=== serial_frame_tx ===
serial_frame_tx/clk_routes.png
The bar under the picture is 50 µm long.
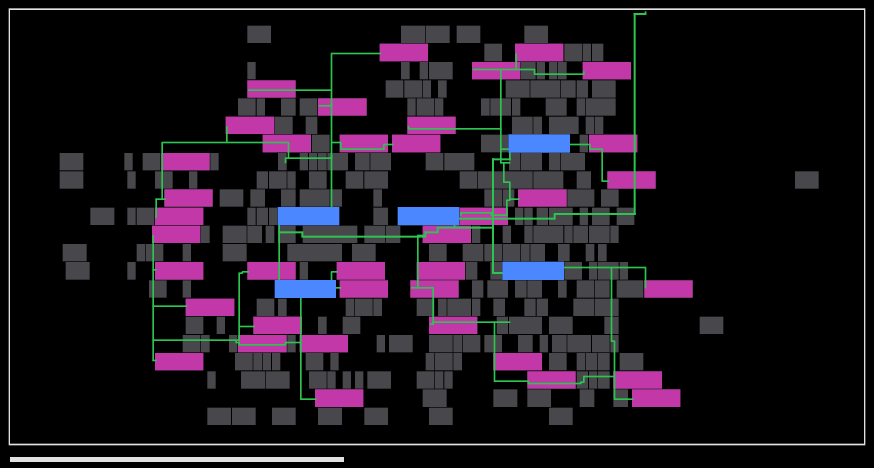

## config.mk

```make
export PLATFORM = sky130hd
export DESIGN_NAME = serial_frame_tx
export DESIGN_NICKNAME = d
export VERILOG_FILES = /design/src/rtl/serial_frame_tx.sv
export SDC_FILE = /design/constraint.sdc
export NUM_CORES = 1
export LEC_CHECK = 0
export ABC_AREA = 0
export CORE_ASPECT_RATIO = 0.5
export CORE_UTILIZATION = 26
export DETAILED_ROUTE_END_ITERATION = 7
export GPL_ROUTABILITY_DRIVEN = 0
export HOLD_SLACK_MARGIN = 0.02
export MAX_ROUTING_LAYER = met4
export SLEW_MARGIN = 40
export SYNTH_ARGS = -nofsm -noshare
export SYNTH_HDL_FRONTEND = slang
export SYNTH_SLANG_ARGS = --single-unit
```

## constraint.sdc

```tcl
create_clock -name clk -period 2.3 [get_ports clk]
set_clock_uncertainty 0.05 [all_clocks]
set_input_delay 0.345 -clock clk [delete_from_list [all_inputs] [get_ports clk]]
set_output_delay 0.345 -clock clk [all_outputs]
set_load 0.01 [all_outputs]
```

## src/rtl/serial_frame_tx.sv

```systemverilog
// Serial frame transmitter: start bit, 2-bit port, 4-bit length (MSB first),
// then N payload bits (LSB first), one bit per bit_en tick.
module serial_frame_tx #(
  parameter int unsigned MAX_LEN = 15
) (
  input  logic               clk,
  input  logic               rst,
  input  logic               bit_en,
  input  logic               start,
  input  logic [1:0]         port_in,
  input  logic [3:0]         len_in,
  input  logic [MAX_LEN-1:0] data_in,
  output logic               SerOut,
  output logic               ready,
  output logic               tx_valid,
  output logic               Done
);

  typedef enum logic [2:0] {
    IDLE,
    START,
    PORT,
    LEN,
    DATA
  } state_t;

  state_t             state;
  logic [1:0]         port_reg;
  logic [3:0]         len_reg;
  logic [MAX_LEN-1:0] data_reg;
  logic [1:0]         idx;
  logic [3:0]         cnt;
  logic [3:0]         ptr;

  // Each transition loads SerOut with the bit that the new state presents,
  // so the line is fully registered and changes only on the advancing edge.
  always_ff @(posedge clk) begin
    if (!rst) begin
      state    <= IDLE;
      port_reg <= '0;
      len_reg  <= '0;
      data_reg <= '0;
      idx      <= '0;
      cnt      <= '0;
      ptr      <= '0;
      SerOut   <= 1'b1;
      ready    <= 1'b1;
      tx_valid <= 1'b0;
      Done     <= 1'b0;
    end else begin
      Done <= 1'b0;
      case (state)
        IDLE: begin
          SerOut   <= 1'b1;
          ready    <= 1'b1;
          tx_valid <= 1'b0;
          if (start) begin
            port_reg <= port_in;
            len_reg  <= len_in;
            data_reg <= data_in;
            state    <= START;
            SerOut   <= 1'b0;
            ready    <= 1'b0;
          end
        end
        START: begin
          if (bit_en) begin
            state  <= PORT;
            idx    <= 2'd1;
            SerOut <= port_reg[1];
          end
        end
        PORT: begin
          if (bit_en) begin
            if (idx == 2'd0) begin
              state  <= LEN;
              idx    <= 2'd3;
              SerOut <= len_reg[3];
            end else begin
              idx    <= idx - 2'd1;
              SerOut <= port_reg[0];
            end
          end
        end
        LEN: begin
          if (bit_en) begin
            if (idx == 2'd0) begin
              if (len_reg == 4'd0) begin
                state  <= IDLE;
                Done   <= 1'b1;
                SerOut <= 1'b1;
                ready  <= 1'b1;
              end else begin
                state    <= DATA;
                cnt      <= len_reg;
                ptr      <= 4'd0;
                SerOut   <= data_reg[0];
                tx_valid <= 1'b1;
              end
            end else begin
              idx    <= idx - 2'd1;
              SerOut <= len_reg[idx - 2'd1];
            end
          end
        end
        DATA: begin
          if (bit_en) begin
            if (cnt == 4'd1) begin
              state    <= IDLE;
              cnt      <= 4'd0;
              Done     <= 1'b1;
              SerOut   <= 1'b1;
              ready    <= 1'b1;
              tx_valid <= 1'b0;
            end else begin
              cnt    <= cnt - 4'd1;
              ptr    <= ptr + 4'd1;
              SerOut <= data_reg[ptr + 4'd1];
            end
          end
        end
        default: begin
          state    <= IDLE;
          SerOut   <= 1'b1;
          ready    <= 1'b1;
          tx_valid <= 1'b0;
        end
      endcase
    end
  end

endmodule

```

=== enemy_missile_path ===
## src/rtl/enemy_missile_path_pkg.sv

```systemverilog
// Shared constants and FSM state type for the enemy missile path stage.
// The state encoding is fixed by localparams so older code that compares raw
// 3-bit state values keeps working.
package enemy_missile_pkg;

  localparam int X_W      = 8;
  localparam int Y_W      = 7;
  localparam int SCREEN_W = 160;
  localparam int GROUND_Y = 110;

  localparam logic [2:0] COL_BLACK = 3'b000;
  localparam logic [2:0] COL_RED   = 3'b100;

  localparam logic [2:0] S_IDLE          = 3'd0;
  localparam logic [2:0] S_LOAD          = 3'd1;
  localparam logic [2:0] S_PRESENT       = 3'd2;
  localparam logic [2:0] S_WAIT_TICK     = 3'd3;
  localparam logic [2:0] S_STEP          = 3'd4;
  localparam logic [2:0] S_IMPACT        = 3'd5;
  localparam logic [2:0] S_PRESENT_ERASE = 3'd6;

  typedef enum logic [2:0] {
    IDLE          = S_IDLE,
    LOAD          = S_LOAD,
    PRESENT       = S_PRESENT,
    WAIT_TICK     = S_WAIT_TICK,
    STEP          = S_STEP,
    IMPACT        = S_IMPACT,
    PRESENT_ERASE = S_PRESENT_ERASE
  } state_t;

endpackage

```

## src/rtl/enemy_missile_path_game_tick_gen.sv

```systemverilog
// Game tick generator: one-cycle tick every TICK_DIV clocks while enabled.
// Counter is held at zero while disabled so every enable starts a full period.
module game_tick_gen #(
  parameter int TICK_DIV = 833333
) (
  input  logic clk,
  input  logic rst,
  input  logic en,
  output logic tick
);

  localparam int CW = (TICK_DIV > 1) ? $clog2(TICK_DIV) : 1;
  localparam logic [CW-1:0] LAST = CW'(TICK_DIV - 1);

  logic [CW-1:0] cnt;

  // Free-running divider, cleared whenever the owner is idle
  always_ff @(posedge clk) begin
    if (rst || !en) begin
      cnt <= '0;
    end else if (cnt == LAST) begin
      cnt <= '0;
    end else begin
      cnt <= cnt + CW'(1);
    end
  end

  assign tick = en && (cnt == LAST);

endmodule

```

## src/rtl/enemy_missile_path.sv

```systemverilog
// Enemy missile path: flies one missile from (start_x,0) to (target_x,GROUND_Y)
// with Bresenham stepping, one pixel per game tick, handing each pixel to the
// drawer over a valid/ready handshake.
// Optional build macro ENEMY_MISSILE_ERASE_EN: before each step the previous
// pixel is re-presented in black, so the missile draws as a moving dot.
module enemy_missile_path #(
  parameter int         X_W            = enemy_missile_pkg::X_W,
  parameter int         Y_W            = enemy_missile_pkg::Y_W,
  parameter int         SCREEN_W       = enemy_missile_pkg::SCREEN_W,
  parameter int         GROUND_Y       = enemy_missile_pkg::GROUND_Y,
  parameter int         TICK_DIV       = 833333,
  parameter logic [2:0] MISSILE_COLOUR = enemy_missile_pkg::COL_RED
) (
  input  logic           clk,
  input  logic           rst,
  input  logic           launch,
  input  logic [X_W-1:0] start_x,
  input  logic [X_W-1:0] target_x,
  input  logic           kill,
  input  logic           draw_ready,
  output logic           miss_valid,
  output logic [X_W-1:0] miss_x,
  output logic [Y_W-1:0] miss_y,
  output logic [2:0]     out_colour,
  output logic           active,
  output logic           impact,
  output logic [X_W-1:0] impact_x
);

  import enemy_missile_pkg::*;

  localparam int E_W = X_W + 2;
  localparam logic [X_W-1:0]        X_MAX = X_W'(SCREEN_W - 1);
  localparam logic [Y_W-1:0]        Y_GND = Y_W'(GROUND_Y);
  localparam logic signed [E_W-1:0] DY_E  = E_W'(GROUND_Y);
  localparam logic signed [E_W:0]   DY_S  = (E_W + 1)'(GROUND_Y);

  state_t                state;
  logic [X_W-1:0]        x, x_start, x_tgt, dx, dx_load;
  logic [Y_W-1:0]        y, y_n;
  logic [X_W-1:0]        x_n;
  logic                  dir_pos, pending, tick, at_ground;
  logic signed [E_W-1:0] err, err_load;
  logic signed [E_W:0]   err_w, e2, dx_s, err_n;

  game_tick_gen #(.TICK_DIV(TICK_DIV)) u_tick (
    .clk  (clk),
    .rst  (rst),
    .en   (active),
    .tick (tick)
  );

  assign miss_valid = (state == PRESENT) || (state == PRESENT_ERASE);
  assign out_colour = (state == PRESENT) ? MISSILE_COLOUR : COL_BLACK;
  assign miss_x     = x;
  assign miss_y     = y;
  assign at_ground  = (x == x_tgt) && (y == Y_GND);

  // Initial line setup and one Bresenham iteration; both updates use the old err
  always_comb begin
    dx_load  = (x_tgt >= x_start) ? (x_tgt - x_start) : (x_start - x_tgt);
    err_load = $signed({2'b00, dx_load}) - DY_E;
    err_w    = {err[E_W-1], err};
    e2       = err_w <<< 1;
    dx_s     = {3'b000, dx};
    err_n    = err_w;
    x_n      = x;
    y_n      = y;
    if (e2 > -DY_S) begin
      err_n = err_n - DY_S;
      x_n   = dir_pos ? (x + X_W'(1)) : (x - X_W'(1));
    end
    if (e2 < dx_s) begin
      err_n = err_n + dx_s;
      y_n   = y + Y_W'(1);
    end
  end

  // Flight FSM, pending-tick flag and impact reporting
  always_ff @(posedge clk) begin
    if (rst) begin
      state    <= IDLE;
      x        <= '0;
      y        <= '0;
      x_start  <= '0;
      x_tgt    <= '0;
      dx       <= '0;
      dir_pos  <= 1'b0;
      err      <= '0;
      pending  <= 1'b0;
      active   <= 1'b0;
      impact   <= 1'b0;
      impact_x <= '0;
    end else begin
      impact <= 1'b0;
      if (tick && (state != WAIT_TICK)) pending <= 1'b1;
      if (kill && active) begin
        // a transfer in this same cycle has already completed at the drawer
        state   <= IDLE;
        active  <= 1'b0;
        pending <= 1'b0;
      end else begin
        case (state)
          IDLE: begin
            if (launch) begin
              x_start <= (start_x  >= X_MAX) ? X_MAX : start_x;
              x_tgt   <= (target_x >= X_MAX) ? X_MAX : target_x;
              active  <= 1'b1;
              pending <= 1'b0;
              state   <= LOAD;
            end
          end
          LOAD: begin
            x       <= x_start;
            y       <= '0;
            dx      <= dx_load;
            dir_pos <= (x_tgt >= x_start);
            err     <= err_load;
            state   <= PRESENT;
          end
          PRESENT: begin
            if (draw_ready) begin
              if (at_ground) begin
                impact   <= 1'b1;
                impact_x <= x;
                active   <= 1'b0;
                state    <= IMPACT;
              end else begin
                state <= WAIT_TICK;
              end
            end
          end
          WAIT_TICK: begin
            if (tick || pending) begin
              pending <= 1'b0;
`ifdef ENEMY_MISSILE_ERASE_EN
              state   <= PRESENT_ERASE;
`else
              state   <= STEP;
`endif
            end
          end
`ifdef ENEMY_MISSILE_ERASE_EN
          PRESENT_ERASE: begin
            if (draw_ready) state <= STEP;
          end
`endif
          STEP: begin
            x     <= x_n;
            y     <= y_n;
            err   <= err_n[E_W-1:0];
            state <= PRESENT;
          end
          IMPACT: begin
            pending <= 1'b0;
            state   <= IDLE;
          end
          default: state <= IDLE;
        endcase
      end
    end
  end

endmodule

```

## config.mk

```make
export PLATFORM = sky130hd
export DESIGN_NAME = enemy_missile_path
export DESIGN_NICKNAME = d
export VERILOG_FILES = /design/src/rtl/enemy_missile_path_pkg.sv /design/src/rtl/enemy_missile_path_game_tick_gen.sv /design/src/rtl/enemy_missile_path.sv
export SDC_FILE = /design/constraint.sdc
export NUM_CORES = 1
export LEC_CHECK = 0
export CORE_UTILIZATION = 55
export CTS_CLUSTER_SIZE = 20
export DETAILED_ROUTE_END_ITERATION = 6
export PLACE_DENSITY = 0.77
export SLEW_MARGIN = 20
export SYNTH_ARGS = -nofsm -noshare
export SYNTH_HDL_FRONTEND = slang
export SYNTH_SLANG_ARGS = --single-unit
```

## constraint.sdc

```tcl
create_clock -name clk -period 4.83 [get_ports clk]
set_clock_uncertainty 0.15 [all_clocks]
set_input_delay 0.966 -clock clk [delete_from_list [all_inputs] [get_ports clk]]
set_output_delay 0.966 -clock clk [all_outputs]
set_load 0.05 [all_outputs]
```

enemy_missile_path/clk_routes.png
The bar under the picture is 20 µm long.
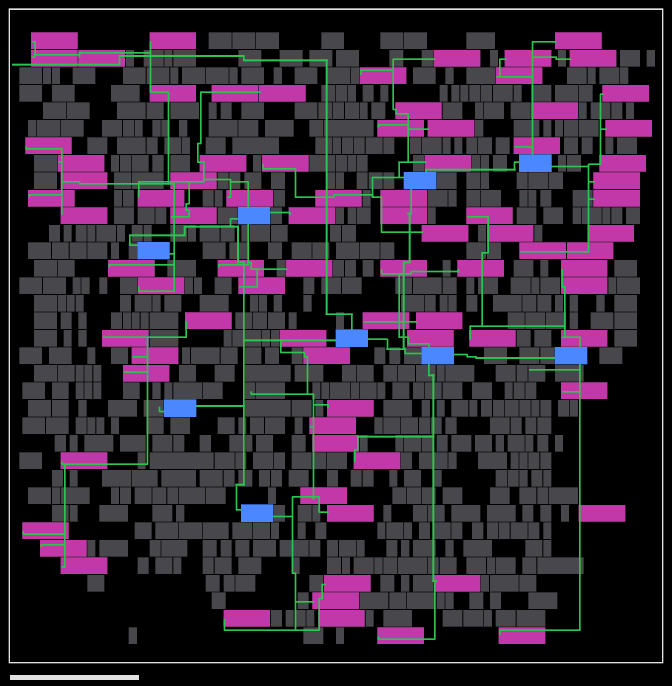
[magenta] flip-flops | count: 84
[blue] clock drivers | count: 9
[green] clock wires | length: 1,110 µm
flops lie	spread over the die
routed clock nets	10

==> impl_metrics.ini, enemy_missile_path <==
; flow metrics
[status]
status = completed

[layout]
final_nets = 773
nonClockBufferCount = 50
clk_share_pct = 2.889
drive_above_1_share_pct = 5.063
nMultiInputCombCells = 517
sh_comb_area_pct = 56.53
regArea_um2 = 1682
diodes = 0

[floorplan]
die_h_um = 101.3
coreArea_um2 = 9415

[synthesis]
ys_sh_mux_pct = 3.597
top_area_cell = dfxtp_1
synth_flops = 84
yosys_area_um2 = 5426
topCellsByArea = dfxtp_1 (31%), ha_1 (9.7%), nor2_1 (5.9%), xor2_1 (5.2%), a21oi_1 (4.6%)

[global_routing]
first_global_vias = 4638
met3_usage_pct = 5.314

[pwr]
switchingPower_mw = 1.189
finalPower_mw = 2.697
p_leak_nw = 2.367

[setup_path]
cp.depth = 11
crit_path_max_fanout = 16

[final_timing]
max_slew_margin_pct = 35.10
fin_setup_tns_ns = 0
setup_slack_ns = 1.090
rsz0062_at_grt = no

[job]
warnings = 35

[drt]
top_layer_used = met4
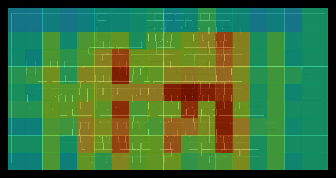
serial_frame_tx/congestion.png
Core Util, Final: 34.96%
routing usage on met1: 15.17%
met3 Usage GRT: 2.477%
GRT busiest layer: met2
met2 Use GR: 21.99%

## Picture notes: serial_frame_tx/clk_routes.png
[magenta] flip-flops | count: 38
[green] clock wires | length: 519 µm
[blue] clock drivers | count: 5
routed clock nets	6
clk ins delay skew pair: 0.28 ns
Clk network pwr share: 37.6%
clk pwr: 0.685 mW

==> impl_metrics.ini, serial_frame_tx <==
; flow metrics
[synthesis]
adder_share_pct = 2.438
top_cell_area_share_pct = 37.05
ys_cells = 249

[drt]
wl_per_cell_um = 12.22
via_per_inst = 4.712
wl_met2_um = 2219
wl_met1_um = 2290

[layout]
seqAreaFraction_pct = 29.06
final_area_um2 = 2618
nonClockBufferCount = 37
clkbuf_count = 7

[final_timing]
finalCritPeriodShare_pct = 88.83
slew_viol_final = 0

[setup_path]
worstPathRequired_ns = 2.42
crit_path_end_kind = flip-flop
reg2reg_depth = 6
crit_type = flip-flop to flip-flop
critPathLaunch = ptr[1]
r2r-end = SerOut

[floorplan]
n_tap_cell = 108
coreArea_um2 = 7487

[status]
status = completed

[place]
dp_hpwl_um = 3484

[pwr]
switching_share_pct = 27.32


## Gallery

Power grid.
Pins as bars on the die edge. Tap cells in grey.
panel A
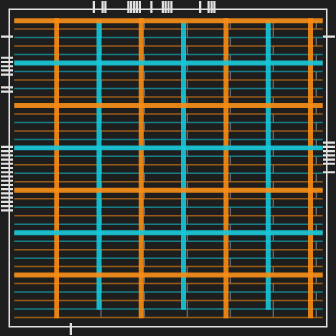
panel B
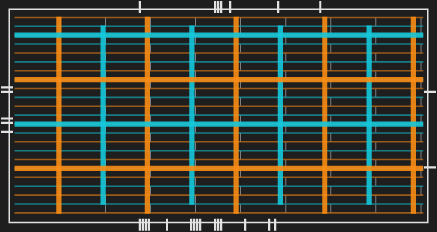
- most pins: panel A
For serial_frame_tx, see panel B.
For enemy_missile_path, see panel A.

Power is estimated from default activity; no workload was simulated.
